=== block 1 ===
==> block_1/cell_classes.png <==
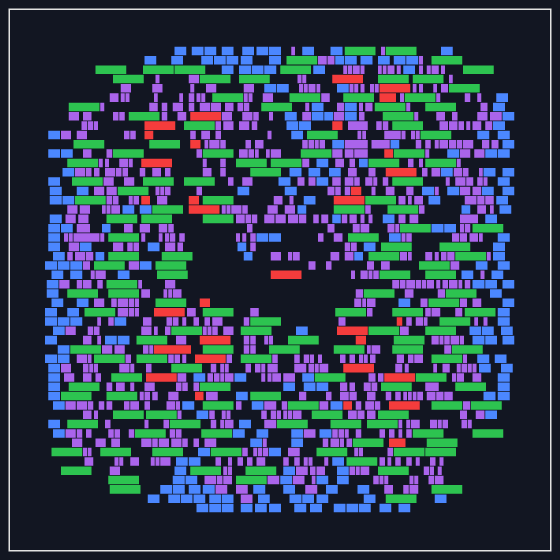

`config.mk`:
```
export PLATFORM = sky130hd
export DESIGN_NAME = alu_issue_stage
export DESIGN_NICKNAME = d
export VERILOG_FILES = /design/src/rtl/alu_issue_stage.sv
export SDC_FILE = /design/constraint.sdc
export NUM_CORES = 1
export LEC_CHECK = 0
export CAP_MARGIN = 20
export CORE_MARGIN = 10
export CORE_UTILIZATION = 42
export DETAILED_ROUTE_END_ITERATION = 8
export MAX_ROUTING_LAYER = met4
export PLACE_DENSITY = 0.72
export SLEW_MARGIN = 5
export SYNTH_ARGS = -nofsm -noshare
export SYNTH_HDL_FRONTEND = slang
export SYNTH_SLANG_ARGS = --single-unit
```
`constraint.sdc`:
```
create_clock -name clk -period 6.6 [get_ports clk]
set_clock_uncertainty 0.15 [all_clocks]
set_input_delay 1.32 -clock clk [delete_from_list [all_inputs] [get_ports clk]]
set_output_delay 1.32 -clock clk [all_outputs]
set_load 0.1 [all_outputs]
```
`src/rtl/alu_issue_stage.sv`:
```
// Operand-issue stage ahead of the 32-bit ALU: decodes opcode/funct, selects and
// forwards operands, and presents them through a 2-entry valid/ready skid buffer.
module alu_issue_stage #(
    parameter int WIDTH = 32
) (
    input  logic             clk,
    input  logic             rst,
    input  logic             in_valid,
    output logic             in_ready,
    input  logic [5:0]       in_opcode,
    input  logic [5:0]       in_funct,
    input  logic [4:0]       in_rs_idx,
    input  logic [4:0]       in_rt_idx,
    input  logic [4:0]       in_wr_idx,
    input  logic [WIDTH-1:0] in_rs_val,
    input  logic [WIDTH-1:0] in_rt_val,
    input  logic [15:0]      in_imm,
    input  logic             fwd_valid,
    input  logic [4:0]       fwd_idx,
    input  logic [WIDTH-1:0] fwd_val,
    output logic             out_valid,
    input  logic             out_ready,
    output logic [WIDTH-1:0] out_a,
    output logic [WIDTH-1:0] out_b,
    output logic [2:0]       out_op,
    output logic [4:0]       out_wr_idx,
    output logic             out_illegal
);

    typedef enum logic [1:0] {EMPTY, ONE, TWO} state_t;

    typedef struct packed {
        logic [WIDTH-1:0] a;
        logic [WIDTH-1:0] b;
        logic [2:0]       op;
        logic [4:0]       wr;
        logic             ill;
    } entry_t;

    state_t     r_state;
    logic       r_rdy_en;
    entry_t     r_head;
    entry_t     r_skid;

    logic       w_accept;
    logic       w_pop;
    logic [2:0] w_op;
    logic       w_use_imm;
    logic       w_sext;
    logic       w_ill;
    logic [WIDTH-1:0] w_imm_ext;
    logic [WIDTH-1:0] w_rs_src;
    logic [WIDTH-1:0] w_rt_src;
    entry_t     w_new;

    // Register zero reads as 0; a matching forwarded result beats the register file.
    function automatic logic [WIDTH-1:0] fn_src(
        input logic [4:0]       idx,
        input logic [WIDTH-1:0] rf_val,
        input logic             f_vld,
        input logic [4:0]       f_idx,
        input logic [WIDTH-1:0] f_val
    );
        if (idx == 5'd0)
            return '0;
        else if (f_vld && (f_idx == idx))
            return f_val;
        else
            return rf_val;
    endfunction

    always_comb begin
        w_op      = 3'b010;
        w_use_imm = 1'b0;
        w_sext    = 1'b0;
        w_ill     = 1'b0;
        case (in_opcode)
            6'h00: begin
                case (in_funct)
                    6'h24:   w_op = 3'b000;
                    6'h25:   w_op = 3'b001;
                    6'h20:   w_op = 3'b010;
                    6'h22:   w_op = 3'b110;
                    6'h2A:   w_op = 3'b111;
                    default: w_ill = 1'b1;
                endcase
            end
            6'h08, 6'h23, 6'h2B: begin
                w_op      = 3'b010;
                w_use_imm = 1'b1;
                w_sext    = 1'b1;
            end
            6'h0C: begin
                w_op      = 3'b000;
                w_use_imm = 1'b1;
            end
            6'h0D: begin
                w_op      = 3'b001;
                w_use_imm = 1'b1;
            end
            6'h0A: begin
                w_op      = 3'b111;
                w_use_imm = 1'b1;
                w_sext    = 1'b1;
            end
            6'h04:   w_op  = 3'b110;
            default: w_ill = 1'b1;
        endcase
    end

    assign w_imm_ext = w_sext ? {{(WIDTH-16){in_imm[15]}}, in_imm}
                              : {{(WIDTH-16){1'b0}}, in_imm};
    assign w_rs_src  = fn_src(in_rs_idx, in_rs_val, fwd_valid, fwd_idx, fwd_val);
    assign w_rt_src  = fn_src(in_rt_idx, in_rt_val, fwd_valid, fwd_idx, fwd_val);

    always_comb begin
        w_new     = '0;
        w_new.a   = w_rs_src;
        w_new.b   = w_use_imm ? w_imm_ext : w_rt_src;
        w_new.op  = w_op;
        w_new.wr  = in_wr_idx;
        w_new.ill = w_ill;
    end

    // Ready depends only on flops (and reset), so out_ready never reaches in_ready.
    assign in_ready  = r_rdy_en && (r_state != TWO) && !rst;
    assign out_valid = (r_state != EMPTY);
    assign w_accept  = in_valid && in_ready;
    assign w_pop     = out_valid && out_ready;

    assign out_a       = r_head.a;
    assign out_b       = r_head.b;
    assign out_op      = r_head.op;
    assign out_wr_idx  = r_head.wr;
    assign out_illegal = r_head.ill;

    always_ff @(posedge clk or posedge rst) begin
        if (rst) begin
            r_state  <= EMPTY;
            r_rdy_en <= 1'b0;
            r_head   <= '0;
            r_skid   <= '0;
        end else begin
            r_rdy_en <= 1'b1;
            case (r_state)
                EMPTY: begin
                    if (w_accept) begin
                        r_head  <= w_new;
                        r_state <= ONE;
                    end
                end
                ONE: begin
                    if (w_accept && w_pop) begin
                        r_head <= w_new;
                    end else if (w_accept) begin
                        r_skid  <= w_new;
                        r_state <= TWO;
                    end else if (w_pop) begin
                        r_state <= EMPTY;
                    end
                end
                TWO: begin
                    if (w_pop) begin
                        r_head  <= r_skid;
                        r_state <= ONE;
                    end
                end
                default: r_state <= EMPTY;
            endcase
        end
    end

endmodule
```
=== block 2 ===
## src/rtl/uart_tx_arbiter.sv

```systemverilog
// Round-robin arbiter that lets NUM_REQ byte sources share one UART transmitter.
// One frame is in flight at a time: launch, wait for the transmitter to go busy,
// then wait for it to finish. A transmitter that never starts raises err.
module uart_tx_arbiter #(
  parameter int NUM_REQ       = 4,
  parameter int DATA_W        = 8,
  parameter int START_TIMEOUT = 8
) (
  input  logic                        clk,
  input  logic                        reset,
  input  logic [NUM_REQ-1:0]          req,
  input  logic [NUM_REQ*DATA_W-1:0]   req_data,
  output logic [NUM_REQ-1:0]          grant,
  output logic                        uart_send,
  output logic [DATA_W-1:0]           uart_data,
  input  logic                        uart_busy,
  output logic [$clog2(NUM_REQ)-1:0]  active_id,
  output logic                        busy,
  output logic                        done,
  output logic                        err
);

  localparam int ID_W  = $clog2(NUM_REQ);
  localparam int CNT_W = $clog2(START_TIMEOUT + 1);

  typedef enum logic [1:0] {IDLE, LAUNCH, WAIT_START, WAIT_DONE} state_t;

  state_t            state;
  logic [ID_W-1:0]   last;
  logic [CNT_W-1:0]  cnt;
  logic [ID_W-1:0]   winner;

  // First pending requester after the last one served, wrapping around.
  function automatic logic [ID_W-1:0] pick_winner(input logic [NUM_REQ-1:0] r,
                                                  input logic [ID_W-1:0]    prev);
    logic [ID_W-1:0] w;
    logic            hit;
    int              idx;
    w   = '0;
    hit = 1'b0;
    for (int i = 1; i <= NUM_REQ; i++) begin
      idx = (int'(prev) + i) % NUM_REQ;
      if (!hit && r[idx]) begin
        w   = ID_W'(idx);
        hit = 1'b1;
      end
    end
    return w;
  endfunction

  // Combinational round-robin choice; only consumed while IDLE.
  always_comb begin
    winner = pick_winner(req, last);
  end

  // Frame sequencer with registered outputs; grant/send/done/err are one-cycle pulses.
  always_ff @(posedge clk) begin
    if (reset) begin
      state     <= IDLE;
      last      <= ID_W'(NUM_REQ - 1);
      cnt       <= '0;
      grant     <= '0;
      uart_send <= 1'b0;
      uart_data <= '0;
      active_id <= '0;
      busy      <= 1'b0;
      done      <= 1'b0;
      err       <= 1'b0;
    end else begin
      grant     <= '0;
      uart_send <= 1'b0;
      done      <= 1'b0;
      err       <= 1'b0;
      case (state)
        IDLE: begin
          if (|req) begin
            state     <= LAUNCH;
            grant     <= NUM_REQ'(1) << winner;
            uart_send <= 1'b1;
            uart_data <= req_data[int'(winner)*DATA_W +: DATA_W];
            active_id <= winner;
            last      <= winner;
            busy      <= 1'b1;
          end
        end
        LAUNCH: begin
          state <= WAIT_START;
          cnt   <= '0;
        end
        WAIT_START: begin
          if (uart_busy) begin
            state <= WAIT_DONE;
          end else if (cnt == CNT_W'(START_TIMEOUT - 1)) begin
            // Byte is dropped; last keeps the failed owner so someone else goes next.
            state <= IDLE;
            err   <= 1'b1;
            busy  <= 1'b0;
          end else begin
            cnt <= cnt + 1'b1;
          end
        end
        WAIT_DONE: begin
          if (!uart_busy) begin
            state <= IDLE;
            done  <= 1'b1;
            busy  <= 1'b0;
          end
        end
        default: begin
          state <= IDLE;
          busy  <= 1'b0;
        end
      endcase
    end
  end

endmodule
```

## config.mk

```make
export PLATFORM = sky130hd
export DESIGN_NAME = uart_tx_arbiter
export DESIGN_NICKNAME = d
export VERILOG_FILES = /design/src/rtl/uart_tx_arbiter.sv
export SDC_FILE = /design/constraint.sdc
export NUM_CORES = 1
export LEC_CHECK = 0
export ABC_AREA = 1
export CAP_MARGIN = 20
export CORE_MARGIN = 5
export CORE_UTILIZATION = 30
export CTS_CLUSTER_DIAMETER = 80
export DETAILED_ROUTE_END_ITERATION = 10
export GPL_TIMING_DRIVEN = 0
export SLEW_MARGIN = 30
export SYNTH_ARGS = -nofsm -noshare
export SYNTH_HDL_FRONTEND = slang
export SYNTH_SLANG_ARGS = --single-unit
export TNS_END_PERCENT = 100
```

## constraint.sdc

```tcl
create_clock -name clk -period 1.7 [get_ports clk]
set_input_delay 0.34 -clock clk [delete_from_list [all_inputs] [get_ports clk]]
set_output_delay 0.34 -clock clk [all_outputs]
set_load 0.05 [all_outputs]
```

=== block 3 ===
File: src/rtl/qdiff_thresh_seq.sv
// rtl/qdiff_thresh_seq.sv - sequential sign-magnitude difference and threshold unit
//
// Purpose: for each of CH channels, one at a time through a shared path, form
// a sign-magnitude difference and compare it against thresholds. The unit
// produces registered per-channel results and a count of "greater" hits.
//
// Ports:
//   clk       clock; all state changes on its rising edge
//   rst       synchronous active-low reset
//   start     one-cycle request, accepted only in IDLE
//   mode      0: d = x - xp vs hi_th/lo_th; 1: d = xp - offset, x vs d
//   x_in      packed operand x, channel c at [c*N +: N]
//   xp_in     packed operand xp
//   offset    mode-1 subtrahend
//   hi_th     mode-0 upper threshold
//   lo_th     mode-0 lower threshold
//   diff_out  registered d per channel
//   gt_flags  per-channel "greater" result
//   lt_flags  per-channel "less" result
//   count_gt  population count of gt_flags
//   busy      high from the cycle after accepted start through DONE
//   done      one-cycle pulse when all results are valid
module qdiff_thresh_seq #(
   parameter int N  = 32,
   parameter int Q  = 16,
   parameter int CH = 4,
   parameter int CW = $clog2(CH + 1)
) (
   input  logic              clk,
   input  logic              rst,
   input  logic              start,
   input  logic              mode,
   input  logic [CH*N-1:0]   x_in,
   input  logic [CH*N-1:0]   xp_in,
   input  logic [N-1:0]      offset,
   input  logic [N-1:0]      hi_th,
   input  logic [N-1:0]      lo_th,
   output logic [CH*N-1:0]   diff_out,
   output logic [CH-1:0]     gt_flags,
   output logic [CH-1:0]     lt_flags,
   output logic [CW-1:0]     count_gt,
   output logic              busy,
   output logic              done
);

   localparam int CHW = (CH > 1) ? $clog2(CH) : 1;

   // Q only sets the binary point; arithmetic is format-agnostic, but the
   // fraction must fit inside the magnitude field.
   if (Q > N - 1) begin : g_q_range_check
      $error("qdiff_thresh_seq: Q must not exceed N-1");
   end

   typedef enum logic [1:0] {
      S_IDLE = 2'd0,
      S_SUB  = 2'd1,
      S_CMP  = 2'd2,
      S_DONE = 2'd3
   } state_t;

   // Sign-magnitude add: saturating magnitude, zero always normalised to +0.
   function automatic logic [N-1:0] sm_add(input logic [N-1:0] a, input logic [N-1:0] b);
      logic [N-1:0] mag_sum;
      logic [N-1:0] r;
      mag_sum = '0;
      r       = '0;
      if (a[N-1] == b[N-1]) begin
         // Extra top bit catches magnitude overflow.
         mag_sum = {1'b0, a[N-2:0]} + {1'b0, b[N-2:0]};
         if (mag_sum[N-1]) begin
            r = {a[N-1], {(N-1){1'b1}}};
         end else begin
            r = {a[N-1], mag_sum[N-2:0]};
         end
      end else if (a[N-2:0] >= b[N-2:0]) begin
         r = {a[N-1], a[N-2:0] - b[N-2:0]};
      end else begin
         r = {b[N-1], b[N-2:0] - a[N-2:0]};
      end
      if (r[N-2:0] == '0) begin
         r = '0;
      end
      return r;
   endfunction

   function automatic logic [N-1:0] sm_sub(input logic [N-1:0] a, input logic [N-1:0] b);
      return sm_add(a, {~b[N-1], b[N-2:0]});
   endfunction

   // Strict a > b; a zero magnitude is treated as positive so -0 == +0.
   function automatic logic sm_gt(input logic [N-1:0] a, input logic [N-1:0] b);
      logic sa;
      logic sb;
      logic r;
      sa = a[N-1] & (a[N-2:0] != '0);
      sb = b[N-1] & (b[N-2:0] != '0);
      if (sa != sb) begin
         r = ~sa;
      end else if (!sa) begin
         r = a[N-2:0] > b[N-2:0];
      end else begin
         r = a[N-2:0] < b[N-2:0];
      end
      return r;
   endfunction

   state_t            state_q;
   logic [CHW-1:0]    ch_q;
   logic              mode_q;
   logic [CH*N-1:0]   x_q;
   logic [CH*N-1:0]   xp_q;
   logic [N-1:0]      offset_q;
   logic [N-1:0]      hi_q;
   logic [N-1:0]      lo_q;
   logic [N-1:0]      dreg_q;
   logic [CH*N-1:0]   diff_q;
   logic [CH-1:0]     gt_q;
   logic [CH-1:0]     lt_q;
   logic [CW-1:0]     count_q;
   logic              busy_q;
   logic              done_q;

   logic [N-1:0]      x_sel;
   logic [N-1:0]      xp_sel;
   logic [N-1:0]      dreg_d;
   logic              gt_d;
   logic              lt_d;

   // Shared datapath: channel mux, one subtractor, one pair of comparators.
   always_comb begin
      x_sel  = x_q[int'(ch_q)*N +: N];
      xp_sel = xp_q[int'(ch_q)*N +: N];
      dreg_d = mode_q ? sm_sub(xp_sel, offset_q) : sm_sub(x_sel, xp_sel);
      if (mode_q) begin
         gt_d = sm_gt(x_sel, dreg_q);
         lt_d = sm_gt(dreg_q, x_sel);
      end else begin
         gt_d = sm_gt(dreg_q, hi_q);
         lt_d = sm_gt(lo_q, dreg_q);
      end
   end

   always_ff @(posedge clk) begin
      if (!rst) begin
         state_q  <= S_IDLE;
         ch_q     <= '0;
         mode_q   <= 1'b0;
         x_q      <= '0;
         xp_q     <= '0;
         offset_q <= '0;
         hi_q     <= '0;
         lo_q     <= '0;
         dreg_q   <= '0;
         diff_q   <= '0;
         gt_q     <= '0;
         lt_q     <= '0;
         count_q  <= '0;
         busy_q   <= 1'b0;
         done_q   <= 1'b0;
      end else begin
         case (state_q)
            S_IDLE: begin
               done_q <= 1'b0;
               if (start) begin
                  mode_q   <= mode;
                  x_q      <= x_in;
                  xp_q     <= xp_in;
                  offset_q <= offset;
                  hi_q     <= hi_th;
                  lo_q     <= lo_th;
                  count_q  <= '0;
                  ch_q     <= '0;
                  busy_q   <= 1'b1;
                  state_q  <= S_SUB;
               end
            end
            S_SUB: begin
               dreg_q  <= dreg_d;
               state_q <= S_CMP;
            end
            S_CMP: begin
               diff_q[int'(ch_q)*N +: N] <= dreg_q;
               gt_q[ch_q] <= gt_d;
               lt_q[ch_q] <= lt_d;
               if (gt_d) begin
                  count_q <= count_q + CW'(1);
               end
               if (ch_q == CHW'(CH - 1)) begin
                  done_q  <= 1'b1;
                  state_q <= S_DONE;
               end else begin
                  ch_q    <= ch_q + CHW'(1);
                  state_q <= S_SUB;
               end
            end
            S_DONE: begin
               done_q  <= 1'b0;
               busy_q  <= 1'b0;
               state_q <= S_IDLE;
            end
            default: begin
               state_q <= S_IDLE;
            end
         endcase
      end
   end

   assign diff_out = diff_q;
   assign gt_flags = gt_q;
   assign lt_flags = lt_q;
   assign count_gt = count_q;
   assign busy     = busy_q;
   assign done     = done_q;

endmodule

File: config.mk
export PLATFORM = sky130hd
export DESIGN_NAME = qdiff_thresh_seq
export DESIGN_NICKNAME = d
export VERILOG_FILES = /design/src/rtl/qdiff_thresh_seq.sv
export SDC_FILE = /design/constraint.sdc
export NUM_CORES = 2
export LEC_CHECK = 0
export ABC_AREA = 1
export ABC_CLOCK_PERIOD_IN_PS = 4700
export CAP_MARGIN = 20
export CORE_ASPECT_RATIO = 1.2
export CORE_MARGIN = 10
export CORE_UTILIZATION = 52
export DETAILED_ROUTE_END_ITERATION = 7
export GPL_ROUTABILITY_DRIVEN = 0
export PLACE_DENSITY = 0.86
export SYNTH_ARGS = -nofsm -noshare
export SYNTH_HDL_FRONTEND = slang
export SYNTH_SLANG_ARGS = --single-unit
File: constraint.sdc
create_clock -name clk -period 4.7 [get_ports clk]
set_input_delay 0.705 -clock clk [delete_from_list [all_inputs] [get_ports clk]]
set_output_delay 0.705 -clock clk [all_outputs]
set_load 0.1 [all_outputs]
=== block 4 ===
`config.mk`:
```
export PLATFORM = sky130hd
export DESIGN_NAME = uart_ahb_arb_flat
export DESIGN_NICKNAME = d
export VERILOG_FILES = /design/src/rtl/uart_ahb_arb_if.sv /design/src/rtl/uart_ahb_arb.sv /design/src/flat_wrapper.sv
export SDC_FILE = /design/constraint.sdc
export NUM_CORES = 1
export LEC_CHECK = 0
export CAP_MARGIN = 25
export CORE_AREA = 3 3 136 138
export DETAILED_ROUTE_END_ITERATION = 8
export DIE_AREA = 0 0 139 141
export PLACE_DENSITY_LB_ADDON = 0.1
export RECOVER_POWER = 50
export REMOVE_ABC_BUFFERS = 1
export SYNTH_ARGS = -nofsm -noshare
export SYNTH_HDL_FRONTEND = slang
export SYNTH_SLANG_ARGS = --single-unit
```
`constraint.sdc`:
```
create_clock -name clk -period 7.7 [get_ports clk]
set_clock_uncertainty 0.2 [all_clocks]
set_input_delay 2.31 -clock clk [delete_from_list [all_inputs] [get_ports clk]]
set_output_delay 2.31 -clock clk [all_outputs]
set_load 0.005 [all_outputs]
```
`src/rtl/uart_ahb_arb_if.sv`:
```
// uart_ahb_arb_if: requester-side and uart_top-side signals of uart_ahb_arb.
`ifndef AHB_ADDR_WIDTH
`define AHB_ADDR_WIDTH 32
`endif
`ifndef AHB_DATA_WIDTH
`define AHB_DATA_WIDTH 32
`endif
interface uart_ahb_arb_if;
  logic m0_req, m1_req, m0_we, m1_we;
  logic [`AHB_ADDR_WIDTH-1:0] m0_addr, m1_addr;
  logic [`AHB_DATA_WIDTH-1:0] m0_wdata, m1_wdata;
  logic m0_done, m1_done, m0_err, m1_err;
  logic [`AHB_DATA_WIDTH-1:0] m0_rdata, m1_rdata;
  logic hsel, hwrite, hready, hresp;
  logic [`AHB_ADDR_WIDTH-1:0] haddr;
  logic [`AHB_DATA_WIDTH-1:0] hwdata, hrdata;
  modport slave (
    input m0_req, m1_req, m0_we, m1_we, m0_addr, m1_addr, m0_wdata, m1_wdata,
    output m0_done, m1_done, m0_err, m1_err, m0_rdata, m1_rdata,
    output hsel, hwrite, haddr, hwdata,
    input hready, hresp, hrdata
  );
  modport master (
    output m0_req, m1_req, m0_we, m1_we, m0_addr, m1_addr, m0_wdata, m1_wdata,
    input m0_done, m1_done, m0_err, m1_err, m0_rdata, m1_rdata,
    input hsel, hwrite, haddr, hwdata,
    output hready, hresp, hrdata
  );
endinterface

```
`src/rtl/uart_ahb_arb.sv`:
```
// uart_ahb_arb: round-robin arbiter/sequencer for uart_top's AHB port; buffer reads are scanf-wrapped.
`ifndef AHB_ADDR_WIDTH
`define AHB_ADDR_WIDTH 32
`endif
`ifndef AHB_DATA_WIDTH
`define AHB_DATA_WIDTH 32
`endif
module uart_ahb_arb #(
  parameter logic [`AHB_ADDR_WIDTH-1:0] SCANF_ADDR = 32'h70F0_F0F0,
  parameter logic [`AHB_ADDR_WIDTH-1:0] BUF_ADDR   = 32'h30F0_F0F0,
  parameter logic [`AHB_DATA_WIDTH-1:0] SCANF_SET  = 32'h0000_007F,
  parameter logic [`AHB_DATA_WIDTH-1:0] SCANF_CLR  = 32'h0000_0000,
  parameter int TIMEOUT_CYCLES = 65535
) (
  input logic clk,
  input logic rstn,
  uart_ahb_arb_if.slave bus
);
  localparam int AW = `AHB_ADDR_WIDTH;
  localparam int DW = `AHB_DATA_WIDTH;
  typedef enum logic [2:0] {IDLE, SEL, ADDR, DATA, WAIT, NEXT, DONE} state_t;
  state_t state, state_nx;
  logic g, gn, ptr, we, err_acc, a_we, bufrd, last, fin, fail, to;
  logic [1:0] sub;
  logic [AW-1:0] addr, a_addr;
  logic [DW-1:0] wdata, a_data, rbuf, cap, rdata0, rdata1;
  assign gn = bus.m0_req && bus.m1_req ? ptr : bus.m1_req;
  assign bufrd = !we && addr == BUF_ADDR;
  assign last = sub == 2'd2 || !bufrd;
  assign a_we = sub == 2'd1 ? we : 1'b1;
  assign a_addr = sub == 2'd1 ? addr : SCANF_ADDR;
  assign a_data = sub == 2'd1 ? wdata : sub == 2'd0 ? SCANF_SET : SCANF_CLR;
`ifdef UART_ARB_TIMEOUT_EN
  logic [15:0] cnt;
  assign to = state == WAIT && !bus.hready && cnt == 16'(TIMEOUT_CYCLES - 1);
  always_ff @(posedge clk or negedge rstn)
    if (!rstn) cnt <= '0;
    else cnt <= state == WAIT ? cnt + 16'd1 : 16'd0;
`else
  assign to = 1'b0;
`endif
  assign fin = state == WAIT && (bus.hready || to);
  assign fail = to || bus.hresp;
  assign cap = to ? '0 : bus.hrdata;
  always_comb begin
    state_nx = state;
    case (state)
      IDLE: state_nx = bus.m0_req || bus.m1_req ? SEL : IDLE;
      SEL: state_nx = ADDR;
      ADDR: state_nx = a_we ? DATA : WAIT;
      DATA: state_nx = WAIT;
      WAIT: state_nx = fin ? (last ? DONE : NEXT) : WAIT;
      NEXT: state_nx = SEL;
      DONE: state_nx = IDLE;
      default: state_nx = IDLE;
    endcase
  end
  assign bus.hsel = state == SEL;
  assign bus.hwrite = state == SEL && a_we;
  assign bus.haddr = state == ADDR ? a_addr : '0;
  assign bus.hwdata = state == DATA ? a_data : '0;
  assign bus.m0_done = state == DONE && !g;
  assign bus.m1_done = state == DONE && g;
  assign bus.m0_err = bus.m0_done && err_acc;
  assign bus.m1_err = bus.m1_done && err_acc;
  assign bus.m0_rdata = rdata0;
  assign bus.m1_rdata = rdata1;
  always_ff @(posedge clk or negedge rstn)
    if (!rstn) begin
      state <= IDLE;
      g <= 1'b0;
      ptr <= 1'b0;
      we <= 1'b0;
      addr <= '0;
      wdata <= '0;
      sub <= '0;
      err_acc <= 1'b0;
      rbuf <= '0;
      rdata0 <= '0;
      rdata1 <= '0;
    end else begin
      state <= state_nx;
      if (state == IDLE) begin
        g <= gn;
        we <= gn ? bus.m1_we : bus.m0_we;
        addr <= gn ? bus.m1_addr : bus.m0_addr;
        wdata <= gn ? bus.m1_wdata : bus.m0_wdata;
        err_acc <= 1'b0;
        sub <= {1'b0, !(gn ? !bus.m1_we && bus.m1_addr == BUF_ADDR : !bus.m0_we && bus.m0_addr == BUF_ADDR)};
      end
      if (state == NEXT) sub <= sub + 2'd1;
      if (fin) begin
        err_acc <= err_acc || fail;
        if (sub == 2'd1) rbuf <= cap;
      end
      if (fin && last && g) rdata1 <= sub == 2'd1 ? cap : rbuf;
      if (fin && last && !g) rdata0 <= sub == 2'd1 ? cap : rbuf;
      if (state == DONE) ptr <= !g;
    end
endmodule
```
`src/flat_wrapper.sv`:
```
// flat-port wrapper written by rule: the top's interface ports become plain ports
module uart_ahb_arb_flat 
#(
  parameter logic [`AHB_ADDR_WIDTH-1:0] SCANF_ADDR = 32'h70F0_F0F0,
  parameter logic [`AHB_ADDR_WIDTH-1:0] BUF_ADDR   = 32'h30F0_F0F0,
  parameter logic [`AHB_DATA_WIDTH-1:0] SCANF_SET  = 32'h0000_007F,
  parameter logic [`AHB_DATA_WIDTH-1:0] SCANF_CLR  = 32'h0000_0000,
  parameter int TIMEOUT_CYCLES = 65535
)
  (clk, rstn, bus_m0_req, bus_m1_req, bus_m0_we, bus_m1_we, bus_m0_addr, bus_m1_addr, bus_m0_wdata, bus_m1_wdata, bus_m0_done, bus_m1_done, bus_m0_err, bus_m1_err, bus_m0_rdata, bus_m1_rdata, bus_hsel, bus_hwrite, bus_haddr, bus_hwdata, bus_hready, bus_hresp, bus_hrdata);
  uart_ahb_arb_if bus_i ();
  input logic clk;
  input logic rstn;
  input wire logic [$bits(bus_i.m0_req)-1:0] bus_m0_req;
  input wire logic [$bits(bus_i.m1_req)-1:0] bus_m1_req;
  input wire logic [$bits(bus_i.m0_we)-1:0] bus_m0_we;
  input wire logic [$bits(bus_i.m1_we)-1:0] bus_m1_we;
  input wire logic [$bits(bus_i.m0_addr)-1:0] bus_m0_addr;
  input wire logic [$bits(bus_i.m1_addr)-1:0] bus_m1_addr;
  input wire logic [$bits(bus_i.m0_wdata)-1:0] bus_m0_wdata;
  input wire logic [$bits(bus_i.m1_wdata)-1:0] bus_m1_wdata;
  output wire logic [$bits(bus_i.m0_done)-1:0] bus_m0_done;
  output wire logic [$bits(bus_i.m1_done)-1:0] bus_m1_done;
  output wire logic [$bits(bus_i.m0_err)-1:0] bus_m0_err;
  output wire logic [$bits(bus_i.m1_err)-1:0] bus_m1_err;
  output wire logic [$bits(bus_i.m0_rdata)-1:0] bus_m0_rdata;
  output wire logic [$bits(bus_i.m1_rdata)-1:0] bus_m1_rdata;
  output wire logic [$bits(bus_i.hsel)-1:0] bus_hsel;
  output wire logic [$bits(bus_i.hwrite)-1:0] bus_hwrite;
  output wire logic [$bits(bus_i.haddr)-1:0] bus_haddr;
  output wire logic [$bits(bus_i.hwdata)-1:0] bus_hwdata;
  input wire logic [$bits(bus_i.hready)-1:0] bus_hready;
  input wire logic [$bits(bus_i.hresp)-1:0] bus_hresp;
  input wire logic [$bits(bus_i.hrdata)-1:0] bus_hrdata;
  assign bus_i.m0_req = bus_m0_req;
  assign bus_i.m1_req = bus_m1_req;
  assign bus_i.m0_we = bus_m0_we;
  assign bus_i.m1_we = bus_m1_we;
  assign bus_i.m0_addr = bus_m0_addr;
  assign bus_i.m1_addr = bus_m1_addr;
  assign bus_i.m0_wdata = bus_m0_wdata;
  assign bus_i.m1_wdata = bus_m1_wdata;
  assign bus_m0_done = bus_i.m0_done;
  assign bus_m1_done = bus_i.m1_done;
  assign bus_m0_err = bus_i.m0_err;
  assign bus_m1_err = bus_i.m1_err;
  assign bus_m0_rdata = bus_i.m0_rdata;
  assign bus_m1_rdata = bus_i.m1_rdata;
  assign bus_hsel = bus_i.hsel;
  assign bus_hwrite = bus_i.hwrite;
  assign bus_haddr = bus_i.haddr;
  assign bus_hwdata = bus_i.hwdata;
  assign bus_i.hready = bus_hready;
  assign bus_i.hresp = bus_hresp;
  assign bus_i.hrdata = bus_hrdata;
  uart_ahb_arb #(.SCANF_ADDR(SCANF_ADDR), .BUF_ADDR(BUF_ADDR), .SCANF_SET(SCANF_SET), .SCANF_CLR(SCANF_CLR), .TIMEOUT_CYCLES(TIMEOUT_CYCLES)) u_core (.clk(clk), .rstn(rstn), .bus(bus_i));
endmodule
```
==> block_1/clock_map.png <==
The bar under the picture is 50 microns long.
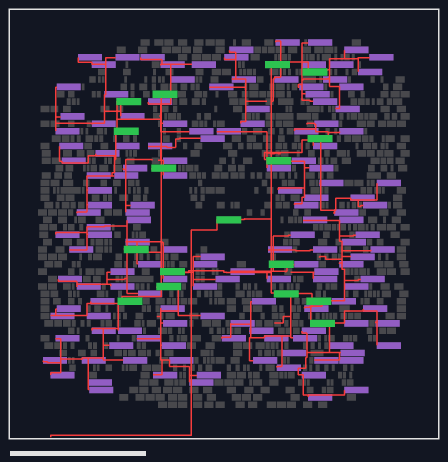
[green] cells driving clock nets | count: 17
[purple] flip-flops | count: 149
[red] clock wires | length: 1,960 microns
routed clock nets: 18
flops lie: all over the die

## Picture notes: block_1/cell_classes.png
[blue] other buffers and delay cells | cells: 235 | share of their area: 22%
[green] flops | cells: 149 | share of their area: 35%
[red] clock drivers and dummy loads | cells: 32 | share of their area: 5.5%
[purple] all other logic | cells: 668 | share of their area: 37%

==> Slide: Implementation Results, block 1 <==
Synthesis and Place & Route Summary

Status
  • Outcome: completed

Logic synthesis
  • Yosys xor share: roughly 1.1%
  • Area leader share: ~47%
  • Commonest cells in the netlist: 149 x dfrtp_1, 136 x nand2_1, 85 x a21oi_1
  • Synth Cell Area: approximately 7900 sq um
  • Main logic family: AND-OR/OR-AND gates
  • Main area contributors: dfrtp_1 47%, nand2_1 6.4%, a21oi_1 5.4%, o22a_1 3.5%, a21o_1 3.4%
  • Top_reg_cell synth: dfrtp_1
  • Chip Area, Yosys: about 8000 sq um
  • Netlist cell types: 53
  • Syn Inst Count: ~890
  • Synth Area in Compound Gates: 28.0%
  • Syn avg cell area: between 8 and 9 sq um

Critical path
  • Capturing point of the worst reg2reg path: out_b[21]$_DFFE_PP0P_
  • Crit path launch type: primary input
  • Worst setup path end: in_ready

Detailed routing
  • Pre-Repair DR Iteration Count: 6
  • WL/cell: ~21 microns
  • Via count: 7,571

Final timing
  • Fmax: around 0.22 GHz
  • Slew @ Worst Pin: approximately 1100 ps
  • Final setup viols: 0
  • Fin Hold WS: 327 ps

Cells and area
  • Nonclk buf count: about 240
  • Largest register FFs: 73
  • Seq. cell area: 3730 sq um
  • Layout fillers: 1,670
  • Share of cells above drive strength 1: under 10%
  • Signal inverters: 3

Clock tree
  • Postcts setup bufs: 0
  • CTS Hold Bufs: 0
  • Clk root buf: clkbuf_16

Hold path
  • Worst Hold Class: register to register

Global route
  • GRT met2 Usage: a little over a third
  • Largest net degree at the start of global routing: around 96
  • Grt met1 use: 30.8%
  • Met3 usage: around 5.2%
  • GRT Total Usage: between 20% and 30%

Floorplanning
  • Initial Util: between 40% and 50%
  • Chip footprint: between 20,000 and 25,000 sq um
  • Num ports: between 200 and 250
  • Core area: between 15,000 and 20,000 sq um

Power and ir drop
  • Leak: 4.45 nW
  • PD cells: 366 nW/um^2

Job
  • Total tool warning count: 26
  • Max-cap viol count: 0

Place
  • Post-place setup slack: about 2000 ps
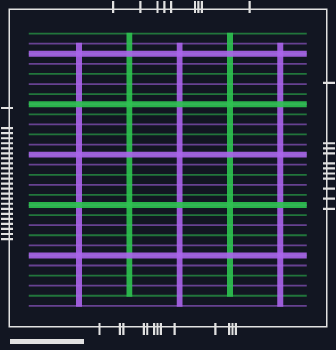
(block_2/pdn.png)
The bar under the picture is 20 microns long. Pins as bars on the die edge.
[purple] VSS
[green] VDD
met5 straps: 5
signal pins: 57
met1 rails: 28
met4 straps: 5
rows: 27
VDD IR-drop max: 0.877 mV
die width: 85.3 microns

==> Slide: Implementation Results, block 2 <==
Synthesis and Place & Route Summary

Detailed routing
  • DR DRC count: 0
  • Wl on met1: around 2.2 mm
  • Post-route ant nets: 0
  • Pre-Repair DR Iteration Count: 4

Logic synthesis
  • Yosys xor share: less than 1%
  • Post-synth EDFFs: 0
  • Synth Cell Area: 1700 sq um
  • Post-synth regs: 26
  • AND/OR/NAND/NOR Cells, Area Fraction: a little under half
  • Sequential area share after synthesis: a little under a third
  • Area leader share: 30.6%
  • Top-count cell post-synth: inv_1
  • Top_reg_cell synth: dfxtp_1
  • Async SR Flop Fraction: 0%
  • Chip Area, Yosys: between 1500 and 2000 sq um
  • Main area contributors: dfxtp_1 31%, nand3_1 14%, inv_1 13%, nand2_1 12%, nor2_1 7.1%
  • Adders+Majority by Area: less than 1%
  • Netlist cell types: 32

Critical path
  • Setup crit start: last[0]$_SDFFE_PP1N_
  • Cell family with most CP delay: simple AND/OR/NAND/NOR gates
  • Worst Reg2Reg Path Length in Cells: 14
  • Slowest-stage cell, CP: dfxtp_2
  • Capturing point of the worst reg2reg path: uart_data[7]$_SDFFE_PP0N_
  • Crit path DAT: between 2000 and 2500 ps
  • Stages on worst setup path: 14
  • Worst-path maximum fanout: 6
  • Crit path launch type: register
  • R2r startpoint: last[0]$_SDFFE_PP1N_

Cells and area
  • Sequential cells: 26
  • Top cells excl fill/tap: 56 x inv_1, 47 x nand2_1, 34 x clkdlybuf4s50_1
  • Largest register FFs: 8
  • # diodes: 0
  • Combinational share of cell area: around two fifths
  • Nonclk buf count: between 70 and 80
  • Post-route cell area: roughly 2800 sq um
  • Signal buf overhead: approximately 27%
  • Reg with most FFs: uart_data
  • Layout Utilization: 51.1%

Hold path
  • Hold EP: active_id[1]$_SDFFE_PP0N_
  • Hold depth: 2

Final timing
  • Fmax: 0.538 GHz
  • Min cycle time layout: between 1500 and 2000 ps
  • Post-route setup slack: -160 ps
  • Slew HR: 61.3%
  • Slew @ Worst Pin: about 580 ps
  • Final setup viols: 16
  • Setup_tns: -1760 ps
  • Tcrit/Tclk final: 109%

Global route
  • GRT Residual Overflow: 0
  • Largest net degree at the start of global routing: 16

Floorplanning
  • Chip footprint: between 7000 and 8000 sq um

Place
  • Instance area after placement: 2350 sq um

Status
  • Failing checks: negative setup slack
  • Outcome: complete, but fails checks

Power and ir drop
  • Sequential power: just under 900 uW
  • Comb pwr: roughly 4 mW
  • Logic pwr share: between 70% and 80%
  • Leak: 1.49 nW
  • Switching Share: about half

Clock tree
  • Post-cts repair resize count: 69
  • CTS Hold Bufs: 0
  • Clk root buf: clkbuf_8
  • CTS buffer count: 3

Job
  • Max-cap viol count: 0
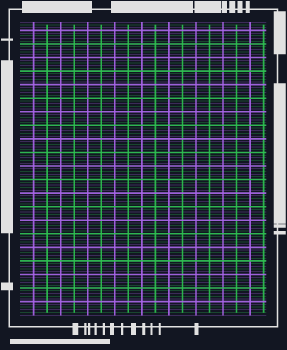
(block_3/pdn.png)
The bar under the picture is 100 microns long. Pins as bars on the die edge.
[purple] VSS
[green] VDD
rows: 108
signal pins: 497
met4 straps: 18
met1 rails: 109
met5 straps: 21
die width: 267 microns
core area: 72,600 sq um
die height: 317 microns
VDD IR-drop max: 0.494 mV

==> Slide: Implementation Results, block 3 <==
Synthesis and Place & Route Summary

Status
  • Outcome: completed

Final timing
  • Post-route setup slack: around 40 ps
  • Slew Limit Fails: 0
  • Fin Hold WS: approximately 460 ps
  • Tcrit/Tclk final: approximately 100%

Global route
  • Gr busiest metal: met2
  • Initial antenna violation count: 19
  • GRT Residual Overflow: 0
  • Largest net degree at the start of global routing: approximately 180
  • Grt met1 use: 43.1%
  • Met3 usage: 13.5%

Cells and area
  • Layout fillers: between 6,000 and 7,000
  • Sequential cells: approximately 530
  • Combinational share of cell area: 49.8%
  • Post-route cell area: about 47,000 sq um
  • Clock buffer count: 73
  • Seq. cell area: around 11,000 sq um
  • Final net count: around 7,400
  • Most used logic cell in the final layout: nand2_1
  • Signal buf overhead: between 10% and 20%
  • Signal inverters: roughly 710

Floorplanning
  • Initial Util: a little over half
  • Chip footprint: between 80,000 and 90,000 sq um
  • Row cnt: approximately 110

Power and ir drop
  • Largest power group: combinational logic
  • Power Total: a little over 40 mW
  • Comb pwr: between 30 and 40 mW
  • PD cells: roughly 860 nW/um^2
  • Switching Share: between 50% and 60%
  • Clock Power Share: between 10% and 20%
  • Fraction of power consumed by sequential logic: roughly 15%

Detailed routing
  • Wl on met1: between 50 and 60 mm
  • DR DRC count: 0
  • Pre-Repair DR Iteration Count: 8
  • WL/cell: between 20 and 25 microns

Logic synthesis
  • Yosys warnings: 0
  • Mapped Nets: around 6,900
  • Synth Area in Compound Gates: between 10% and 20%
  • AND/OR/NAND/NOR Cells, Area Fraction: 34.0%
  • Main logic family: simple AND/OR/NAND/NOR gates
  • Sequential area share after synthesis: between 20% and 30%
  • Post-synth EDFFs: 0
  • Synth Cell Area: about 38,000 sq um
  • Cell taking the most area after synthesis: dfxtp_1
  • Top-count cell post-synth: nand2_1
  • Syn Inst Count: a little over 6,000
  • Main area contributors: dfxtp_1 28%, nand2_1 16%, ha_1 9.5%, nor2_1 8.8%, inv_1 6.7%
  • Mux area share: 0%

Job
  • Total tool warning count: 177

Hold path
  • Hold path startpoint: x_q[12]$_SDFFE_PN0P_
  • Hold depth: 2
  • Hold EP: x_q[12]$_SDFFE_PN0P_

Critical path
  • Worst-path maximum fanout: 11
  • Worst Reg2Reg Path Length in Cells: 26
  • Stages on worst setup path: 26
  • Crit path DAT: about 5300 ps
  • Cell family with most CP delay: simple AND/OR/NAND/NOR gates
  • Crit Path Class: register to register
  • Worst path buffer plus inverter count: 6
  • Cell mode on critical path: nand2_1
  • R2r startpoint: ch_q[1]$_SDFFE_PN0P_
  • CP Capture Type: register
  • Slowest-stage cell, CP: a32oi_1

Clock tree
  • Max H-tree Level: 2
  • Post-cts repair resize count: 0
  • Postcts setup bufs: 0

Place
  • Instance area after placement: roughly 45,000 sq um
  • Count of input and output buffers: about 500
  • Post-DP HPWL: between 100 and 150 mm
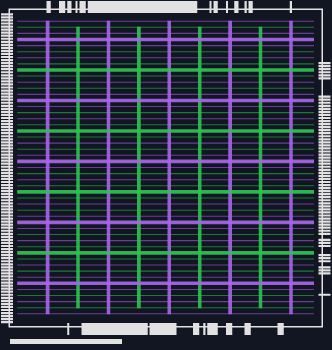
(block_4/pdn.png)
The bar under the picture is 50 microns long. Pins as bars on the die edge.
[green] VDD
[purple] VSS
met1 rails: 49
met4 straps: 9
rows: 48

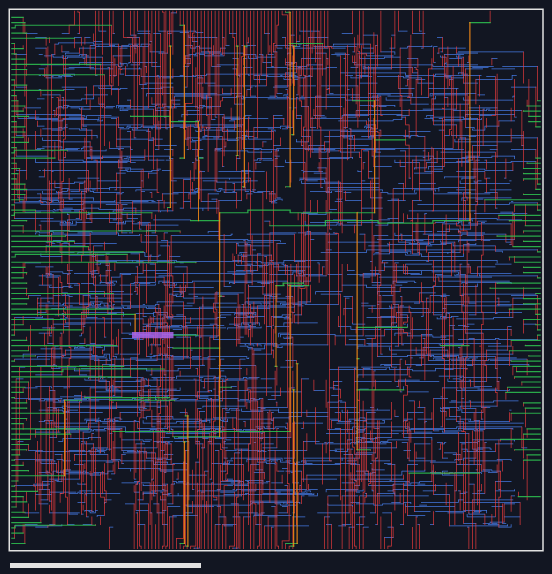
(block_4/metal_stack.png)
The bar under the picture is 50 microns long.
[blue] met1 | wire length: 9,500 microns
[red] met2 | wire length: 10,700 microns
[green] met3 | wire length: 1,600 microns
[purple] met5 | wire length: 9.20 microns
[orange] met4 | wire length: 671 microns
drt total wl: 22.5 mm
via count: 6,377
WL/cell: 18.2 microns
GRT Total Usage: 23.1%

==> Slide: Implementation Results, block 4 <==
Synthesis and Place & Route Summary

Logic synthesis
  • Area leader share: roughly half
  • Syn Inst Count: just over 700
  • Chip Area, Yosys: ~8500 sq um
  • Sequential area share after synthesis: 49.9%
  • Netlist cell types: 47

Cells and area
  • Final net count: between 1,000 and 1,500
  • Post-route cell area: ~12,000 sq um
  • Sequential cells: about 170
  • Non-Filler Instances: approximately 1,200

Critical path
  • Worst path buffer plus inverter count: 2
  • Worst-path maximum fanout: 31
  • Slowest-stage cell, CP: ha_1
  • Worst setup path end: bus_hwdata[12]

Final timing
  • Min cycle time layout: 6180 ps
  • Tcrit/Tclk final: 80.2%
  • Setup_tns: 0 ps
  • Final setup viols: 0
  • RSZ-0062 raised after global routing: false
  • Slew Limit Fails: between 150 and 200

Detailed routing
  • Metal2 WL: between 10 and 15 mm
  • Vias/cell: about 5.2
  • Post-route ant nets: 0

Job
  • Total tool warning count: 28
  • Max-cap viol count: 3

Clock tree
  • Latency at later pin: between 400 and 500 ps
  • Postcts setup bufs: 0
  • TritonCTS Sinks: ~170

Power and ir drop
  • Fraction of power consumed by sequential logic: ~38%

Place
  • Post-DP HPWL: 16.6 mm

Status
  • Failing checks: max-capacitance violations, max-slew violations
  • Outcome: complete, but fails checks

==> gallery <==
Clock routing.
shot_01.png
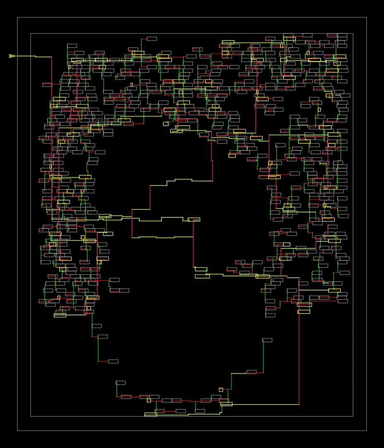
shot_02.png
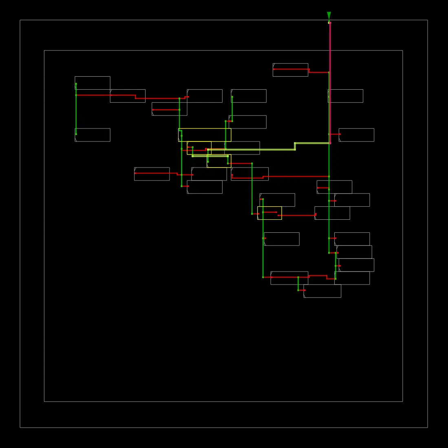
shot_03.png
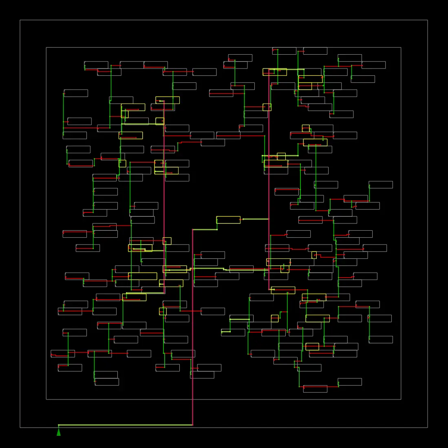
shot_04.png
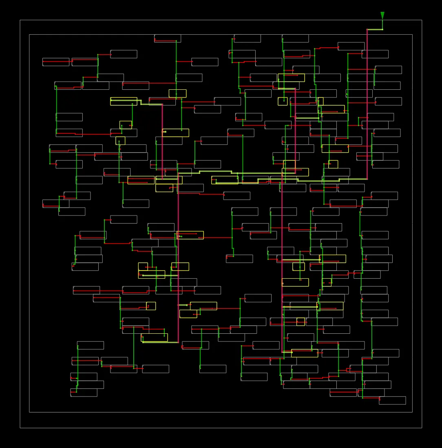
For block 4, see shot_04.png.
For block 3, see shot_01.png.
For block 1, see shot_03.png.
For block 2, see shot_02.png.
Of these, fewest clock buffers: shot_02.png
Of these, fewest sequential cells: shot_02.png



==> notes/layouts.md <==
Pictures saved along the way, in no particular order.

Signal wires by layer.
Plate I
The bar under the picture is 50 microns long.
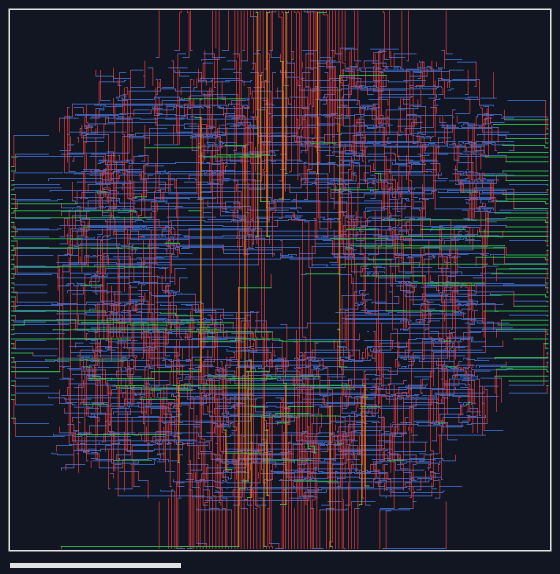
Plate II
The bar under the picture is 100 microns long.
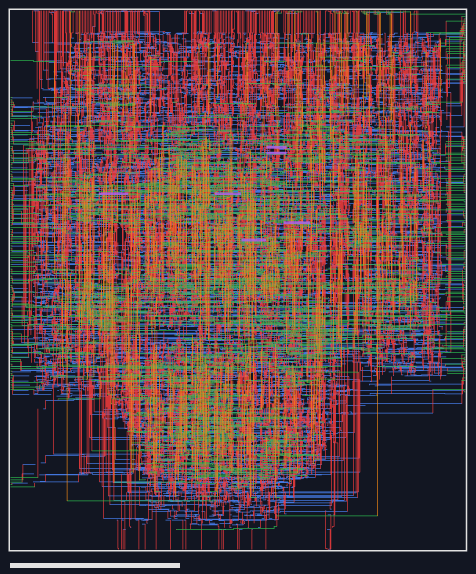
Plate III
The bar under the picture is 20 microns long.
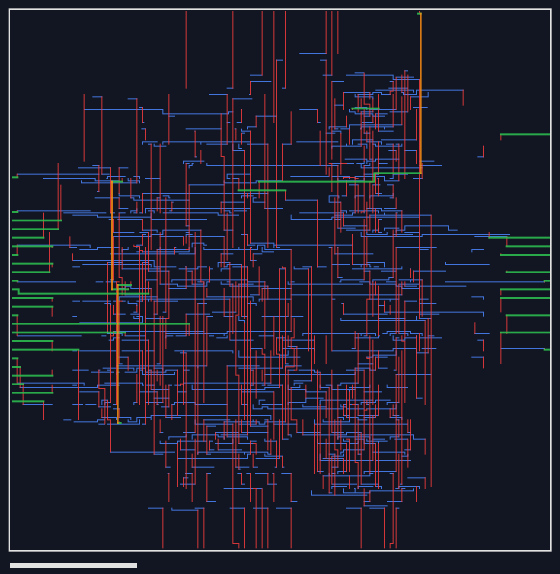
For block 1, see Plate I.
For block 3, see Plate II.
For block 2, see Plate III.
Of these, least wire: Plate III

Key to Plate III:
[red] met2 | wire length: 2,410 microns
[green] met3 | wire length: 272 microns
[orange] met4 | wire length: 63.9 microns
[blue] met1 | wire length: 2,150 microns


==> layout pictures side by side <==
Placed cells, one color a class.
image #1
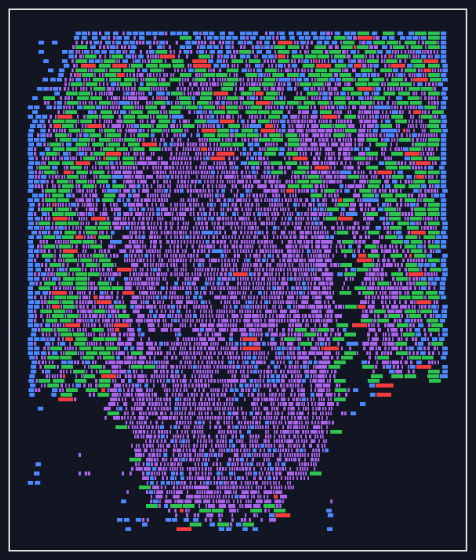
image #2
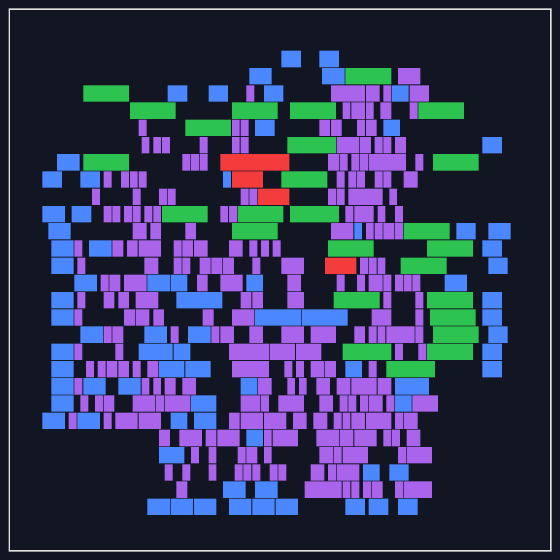
image #3
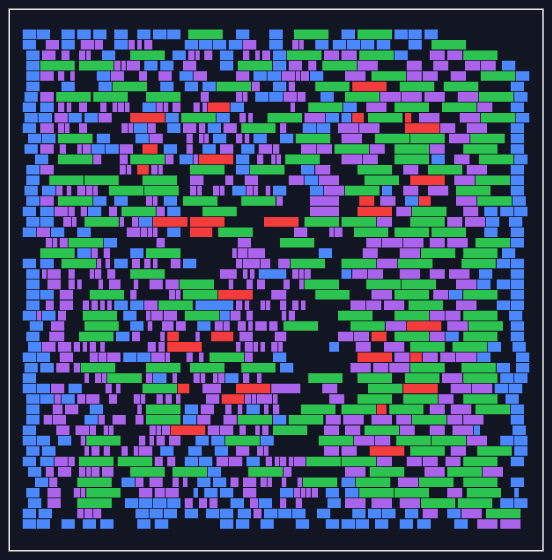
Image #3 comes from block 4.
Image #1 comes from block 3.
Image #2 comes from block 2.
- most cells: image #1

Key to image #2:
[purple] all other logic | cells: 247 | share of their area: 50%
[green] flops | cells: 26 | share of their area: 19%
[blue] other buffers and delay cells | cells: 78 | share of their area: 28%
[red] clock drivers and dummy loads | cells: 4 | share of their area: 2.6%

Power figures rest on the tool's default switching activity, not on a simulated workload.
